==================== design 1
Figure 1. Signal wires on met3 (design 1).
(3 px per um)
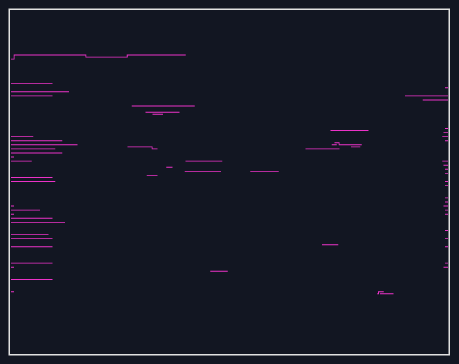

===== src/rtl/serial_alu_engine.sv =====
// Bit-serial ALU: add/sub/xor/slt computed one bit slice per clock, LSB first.
// Optional SERIAL_ALU_FLAGS_EN adds zero/carry_out/overflow result flags.
module serial_alu_engine #(
    parameter int WIDTH = 32
) (
    input  logic             clk,
    input  logic             rst_n,
    input  logic             in_valid,
    output logic             in_ready,
    input  logic [WIDTH-1:0] a,
    input  logic [WIDTH-1:0] b,
    input  logic [1:0]       ALUControl,
    output logic             out_valid,
    input  logic             out_ready,
    output logic [WIDTH-1:0] result,
    output logic             busy
`ifdef SERIAL_ALU_FLAGS_EN
    ,
    output logic             zero,
    output logic             carry_out,
    output logic             overflow
`endif
);

    localparam int CW = (WIDTH > 2) ? $clog2(WIDTH) : 1;

    typedef enum logic [1:0] {
        IDLE = 2'd0,
        RUN  = 2'd1,
        DONE = 2'd2
    } state_t;

    state_t           state_q, state_d;
    logic [WIDTH-1:0] a_sh_q, a_sh_d;
    logic [WIDTH-1:0] b_sh_q, b_sh_d;
    logic [WIDTH-1:0] res_q, res_d;
    logic [1:0]       op_q, op_d;
    logic [CW-1:0]    cnt_q, cnt_d;
    logic             carry_q, carry_d;
    logic             bit_a, bit_b, sum_bit, maj_bit, xor_bit, res_bit;
    logic             ovf_bit, less_bit;
`ifdef SERIAL_ALU_FLAGS_EN
    logic             zero_q, zero_d;
    logic             cout_q, cout_d;
    logic             ovf_q, ovf_d;
`endif

    always_comb begin
        state_d  = state_q;
        a_sh_d   = a_sh_q;
        b_sh_d   = b_sh_q;
        res_d    = res_q;
        op_d     = op_q;
        cnt_d    = cnt_q;
        carry_d  = carry_q;
`ifdef SERIAL_ALU_FLAGS_EN
        zero_d   = zero_q;
        cout_d   = cout_q;
        ovf_d    = ovf_q;
`endif
        // One full-adder slice; b is inverted for sub/slt with carry-in preset to 1.
        bit_a    = a_sh_q[0];
        bit_b    = b_sh_q[0] ^ op_q[1];
        sum_bit  = bit_a ^ bit_b ^ carry_q;
        maj_bit  = (bit_a & bit_b) | (bit_a & carry_q) | (bit_b & carry_q);
        xor_bit  = a_sh_q[0] ^ b_sh_q[0];
        res_bit  = op_q[0] ? xor_bit : sum_bit;
        ovf_bit  = carry_q ^ maj_bit;
        less_bit = sum_bit ^ ovf_bit;

        case (state_q)
            IDLE: begin
                if (in_valid) begin
                    a_sh_d  = a;
                    b_sh_d  = b;
                    op_d    = ALUControl;
                    cnt_d   = '0;
                    carry_d = ALUControl[1];
                    state_d = RUN;
                end
            end
            RUN: begin
                a_sh_d  = a_sh_q >> 1;
                b_sh_d  = b_sh_q >> 1;
                res_d   = {res_bit, res_q[WIDTH-1:1]};
                carry_d = maj_bit;
                cnt_d   = cnt_q + CW'(1);
                if (cnt_q == CW'(WIDTH - 1)) begin
                    if (op_q == 2'b11) begin
                        res_d = {{(WIDTH-1){1'b0}}, less_bit};
                    end
`ifdef SERIAL_ALU_FLAGS_EN
                    zero_d = (res_d == '0);
                    cout_d = maj_bit;
                    ovf_d  = (op_q == 2'b01) ? 1'b0 : ovf_bit;
`endif
                    state_d = DONE;
                end
            end
            DONE: begin
                if (out_ready) begin
                    state_d = IDLE;
                end
            end
            default: state_d = IDLE;
        endcase
    end

    always_ff @(posedge clk) begin
        if (!rst_n) begin
            state_q <= IDLE;
            a_sh_q  <= '0;
            b_sh_q  <= '0;
            res_q   <= '0;
            op_q    <= '0;
            cnt_q   <= '0;
            carry_q <= 1'b0;
`ifdef SERIAL_ALU_FLAGS_EN
            zero_q  <= 1'b0;
            cout_q  <= 1'b0;
            ovf_q   <= 1'b0;
`endif
        end else begin
            state_q <= state_d;
            a_sh_q  <= a_sh_d;
            b_sh_q  <= b_sh_d;
            res_q   <= res_d;
            op_q    <= op_d;
            cnt_q   <= cnt_d;
            carry_q <= carry_d;
`ifdef SERIAL_ALU_FLAGS_EN
            zero_q  <= zero_d;
            cout_q  <= cout_d;
            ovf_q   <= ovf_d;
`endif
        end
    end

    assign in_ready  = (state_q == IDLE);
    assign out_valid = (state_q == DONE);
    assign busy      = (state_q != IDLE);
    assign result    = res_q;
`ifdef SERIAL_ALU_FLAGS_EN
    assign zero      = zero_q;
    assign carry_out = cout_q;
    assign overflow  = ovf_q;
`endif

endmodule


===== config.mk =====
export PLATFORM = sky130hd
export DESIGN_NAME = serial_alu_engine
export DESIGN_NICKNAME = d
export VERILOG_FILES = /design/src/rtl/serial_alu_engine.sv
export SDC_FILE = /design/constraint.sdc
export NUM_CORES = 1
export LEC_CHECK = 0
export CELL_PAD_IN_SITES_DETAIL_PLACEMENT = 1
export CELL_PAD_IN_SITES_GLOBAL_PLACEMENT = 1
export CORE_ASPECT_RATIO = 0.75
export CORE_MARGIN = 10
export CORE_UTILIZATION = 40
export DETAILED_ROUTE_END_ITERATION = 10
export GPL_TIMING_DRIVEN = 1
export PLACE_DENSITY_LB_ADDON = 0.1
export SYNTH_ARGS = -nofsm -noshare
export SYNTH_HDL_FRONTEND = slang
export SYNTH_SLANG_ARGS = --single-unit

===== constraint.sdc =====
create_clock -name clk -period 4 [get_ports clk]
set_input_delay 0.8 -clock clk [delete_from_list [all_inputs] [get_ports clk]]
set_output_delay 0.8 -clock clk [all_outputs]
set_load 0.02 [all_outputs]

==================== design 2
==> src/rtl/inst_fetch.sv <==
// Sequential instruction fetch: pc drives imem_addr, word registered to out_inst 1 cycle later.
// Backpressure: out_valid && !out_ready freezes pc/out regs; redirect flushes output; HALT_WORD parks fetch.
module inst_fetch #(
    parameter logic [11:0] RESET_PC  = 12'h000,
    parameter logic [31:0] HALT_WORD = 32'hFFFF_FFFF
) (
    input  logic        clk,
    input  logic        rst,
    input  logic        fetch_en,
    input  logic        redir_valid,
    input  logic [11:0] redir_target,
    output logic [11:0] imem_addr,
    input  logic [31:0] imem_inst,
    output logic        out_valid,
    input  logic        out_ready,
    output logic [31:0] out_inst,
    output logic [11:0] out_pc,
    output logic        misalign,
    output logic [31:0] fetch_cnt
);

    typedef enum logic [1:0] {
        IDLE = 2'd0,
        RUN  = 2'd1,
        HALT = 2'd2
    } state_t;

    state_t      state_q, state_d;
    logic [11:0] pc_q, pc_d;
    logic        out_valid_q, out_valid_d;
    logic [31:0] out_inst_q, out_inst_d;
    logic [11:0] out_pc_q, out_pc_d;
    logic        misalign_q, misalign_d;
    logic [31:0] fetch_cnt_q, fetch_cnt_d;

    logic advance;
    logic accept;

    assign advance = (state_q == RUN) && (!out_valid_q || out_ready);
    assign accept  = out_valid_q && out_ready;

    always_comb begin
        state_d     = state_q;
        pc_d        = pc_q;
        out_valid_d = out_valid_q;
        out_inst_d  = out_inst_q;
        out_pc_d    = out_pc_q;
        misalign_d  = redir_valid && (redir_target[1:0] != 2'b00);
        // A handshake in the redirect cycle still counts; only the output is flushed.
        fetch_cnt_d = fetch_cnt_q + {31'd0, accept};

        if (redir_valid) begin
            pc_d        = {redir_target[11:2], 2'b00};
            out_valid_d = 1'b0;
            state_d     = fetch_en ? RUN : IDLE;
        end else begin
            case (state_q)
                IDLE: begin
                    if (accept) out_valid_d = 1'b0;
                    if (fetch_en) state_d = RUN;
                end
                RUN: begin
                    if (advance) begin
                        out_inst_d  = imem_inst;
                        out_pc_d    = pc_q;
                        out_valid_d = 1'b1;
                        pc_d        = pc_q + 12'd4;
                        if (imem_inst == HALT_WORD) state_d = HALT;
                        else if (!fetch_en)         state_d = IDLE;
                    end else begin
                        if (accept) out_valid_d = 1'b0;
                        if (!fetch_en) state_d = IDLE;
                    end
                end
                HALT: begin
                    if (accept) out_valid_d = 1'b0;
                end
                default: state_d = IDLE;
            endcase
        end
    end

    always_ff @(posedge clk) begin
        if (rst) begin
            state_q     <= IDLE;
            pc_q        <= RESET_PC;
            out_valid_q <= 1'b0;
            out_inst_q  <= 32'd0;
            out_pc_q    <= 12'd0;
            misalign_q  <= 1'b0;
            fetch_cnt_q <= 32'd0;
        end else begin
            state_q     <= state_d;
            pc_q        <= pc_d;
            out_valid_q <= out_valid_d;
            out_inst_q  <= out_inst_d;
            out_pc_q    <= out_pc_d;
            misalign_q  <= misalign_d;
            fetch_cnt_q <= fetch_cnt_d;
        end
    end

    assign imem_addr = pc_q;
    assign out_valid = out_valid_q;
    assign out_inst  = out_inst_q;
    assign out_pc    = out_pc_q;
    assign misalign  = misalign_q;
    assign fetch_cnt = fetch_cnt_q;

endmodule

==> config.mk <==
export PLATFORM = sky130hd
export DESIGN_NAME = inst_fetch
export DESIGN_NICKNAME = d
export VERILOG_FILES = /design/src/rtl/inst_fetch.sv
export SDC_FILE = /design/constraint.sdc
export NUM_CORES = 1
export LEC_CHECK = 0
export ABC_CLOCK_PERIOD_IN_PS = 5600
export CORE_ASPECT_RATIO = 2
export CORE_MARGIN = 4
export CORE_UTILIZATION = 48
export CTS_CLUSTER_SIZE = 12
export DETAILED_ROUTE_END_ITERATION = 8
export PLACE_DENSITY = 0.93
export SLEW_MARGIN = 20
export SYNTH_ARGS = -nofsm -noshare
export SYNTH_HDL_FRONTEND = slang
export SYNTH_SLANG_ARGS = --single-unit
==> constraint.sdc <==
create_clock -name clk -period 5.6 [get_ports clk]
set_clock_uncertainty 0.1 [all_clocks]
set_input_delay 1.12 -clock clk [delete_from_list [all_inputs] [get_ports clk]]
set_output_delay 1.12 -clock clk [all_outputs]
set_load 0.02 [all_outputs]
Figure 2. Sequential cells grouped by signal name (design 2).
(4 px per um)
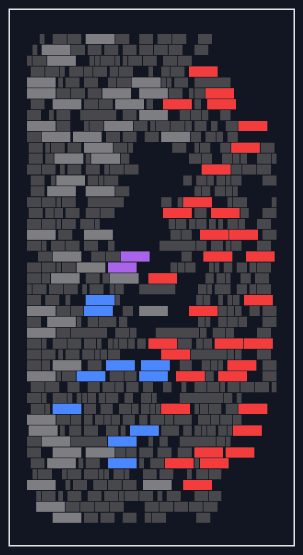
Key: blue = imem_addr [flops 10]; purple = state_q [flops 2]; red = fetch_cnt [flops 32]
Another 44 sequential cells are not coloured.

==> changes_impl.md, design 2 <==
## Implementation

- Clk Tree Root Cell: clkbuf_16
- Max Freq: 309 MHz
- Highest routing layer actually used: met4
- ANT nets after route: 0
- Main flop type after synthesis: dfxtp_1
- Resize count post-CTS: 0
- Placed instance area: between 0.005 and 0.006 mm^2
- R2r setup slk: ~3200 ps
- Initial Util: 49.5%
- Maxcap violations: 0
- Registers: around 90
- Dominant kind of combinational cell: simple AND/OR/NAND/NOR gates
- Row count: roughly 45
- # Post-CTS Setup Buffers: 0
- Via density: about 5.7
- Post-synth ARST share: 0%
- Most used logic cell in the final layout: clkdlybuf4s50_1
- Switch share: 23.6%
- Switch Pwr: 0.000343 W
- Grt met1 use: a little under a quarter
- Number of warnings in the stage logs: 26
- Slew Limit Fails: 0
- Total Power: between 0.001 and 0.0015 W
- Slew margin rel.: 54.4%
- Final Routed Wirelength: roughly 11000 um
- GRT busiest layer: met2
- CTS tree: yes
- Arr. time, crit path: around 3400 ps
- Status: complete, no violations
- Setup TNS: 0 ps
- Ant. Diodes: 0
- Non-clock buffers: between 100 and 150
- HPWL after DPL: slightly below 8000 um
- Largest delay contributor family on the critical path: simple AND/OR/NAND/NOR gates
- Tcrit/Tclk final: about 58%
- Reg2Reg Launch Point: out_valid
- Synth top cells by count: 88 x dfxtp_1, 66 x nor2_1, 42 x mux2i_1
- Cells after DPL: 611
- Nets@finish: between 500 and 600
- First-pass GRT wire length: around 18000 um
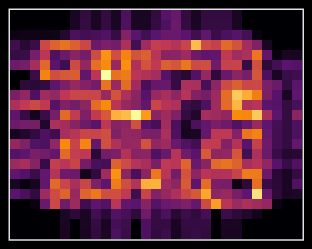
Figure 3: design 1, wire density map.
(2 px per um) 29 x 23 tiles, from black (low) to pale yellow (high), scaled to the fullest tile. Values are wire area over tile area, all layers added.
11% of the tiles are nearly empty. 21% of the tiles are over half the peak. The mean over all tiles is 0.12.

Notes on Figure 1 above:
59 nets have wire on it. The longest straight run is 23.9 um.

==> changes_impl.md, design 1 <==
## Implementation

- Metal3 WL: a little over 500 um
- Non-filler cells in the finished layout: between 700 and 800
- Worst Setup EP: a_sh_q[11]
- Vias in the first global route: ~4.2k
- Most frequent cell after synthesis: nand2_1
- Simple-gate portion of the synthesized area: 23.5%
- Met3 usage: just over 4%
- Most used logic cell in the final layout: nand2_1
- Initial antenna violation count: 0
- Non-clock buffers: 110
- Slew margin rel.: between 30% and 40%
- Initial Util: approximately two fifths
- Die area: around 0.017 mm^2
- Total Power: between 0.002 and 0.003 W
- Well tap count: about 160
- # fillers: around 1.4k
- Worst R2R Path Depth: 4
- Design Area, Final: 0.00615 mm^2
- Ant. Diodes: 0
- Non-clk invs: 5
- Combinational power: approximately 0.00037 W
- Largest delay contributor family on the critical path: buffers and inverters
- Slew Limit Fails: 0
- Worst Tran Pin Value: ~1000 ps
- Met1 wire length: about 6300 um
- Clk latency of the worst-skew pair: around 340 ps
- Hold depth: 2
- Top cells by area: dfxtp_1 44%, a311oi_2 13%, nand2_1 12%, nor2_1 5.6%, a21oi_1 4.1%
- Adder share: 1.36%
- Metal2 WL: 5890 um
- Post-synth ARST share: 0%
- Crit. Startpoint: in_valid
- Startpoint types: input port
- Final global-route overflow total: 0
- Arr. time, crit path: ~2800 ps
- Fraction of layout instances using a drive strength above 1: roughly 11%
- Synthesized net count: ~640
- Synth-to-Final Area Change: 28.8%
- Pwr Density: ~420 mW/mm^2
- Xor+xnor area frac: less than 1%
- Ys Warns: 0
- Avg Cell Area, Syn: 8.49 um^2
- CP max FO: around 43
- Yosys aoi share: between 20% and 30%
- Placed instance area: approximately 0.0058 mm^2
- Status: complete, no violations
- Registers: approximately 110
- Cell type with the largest total area: dfxtp_1
- Final Setup Violations: 0


## Gallery

Drive-strength map.
shot_01.png
(3 px per um)
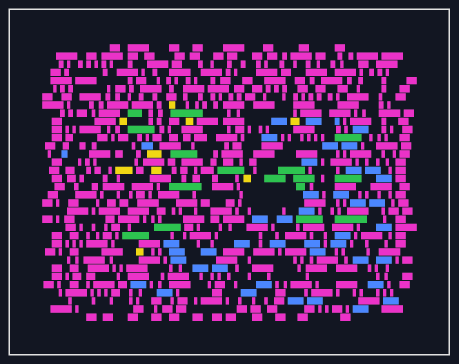
shot_02.png
(4 px per um)
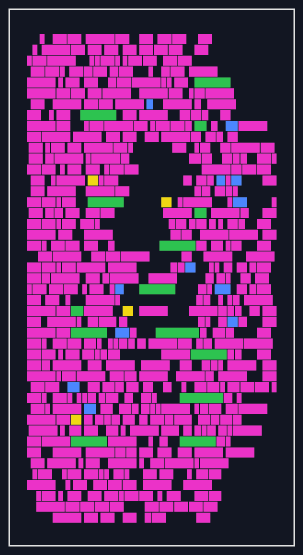
shot_01.png: design 1
shot_02.png: design 2
The one with the most cells is shot_01.png.

Power figures rest on the tool's default switching activity, not on a simulated workload.
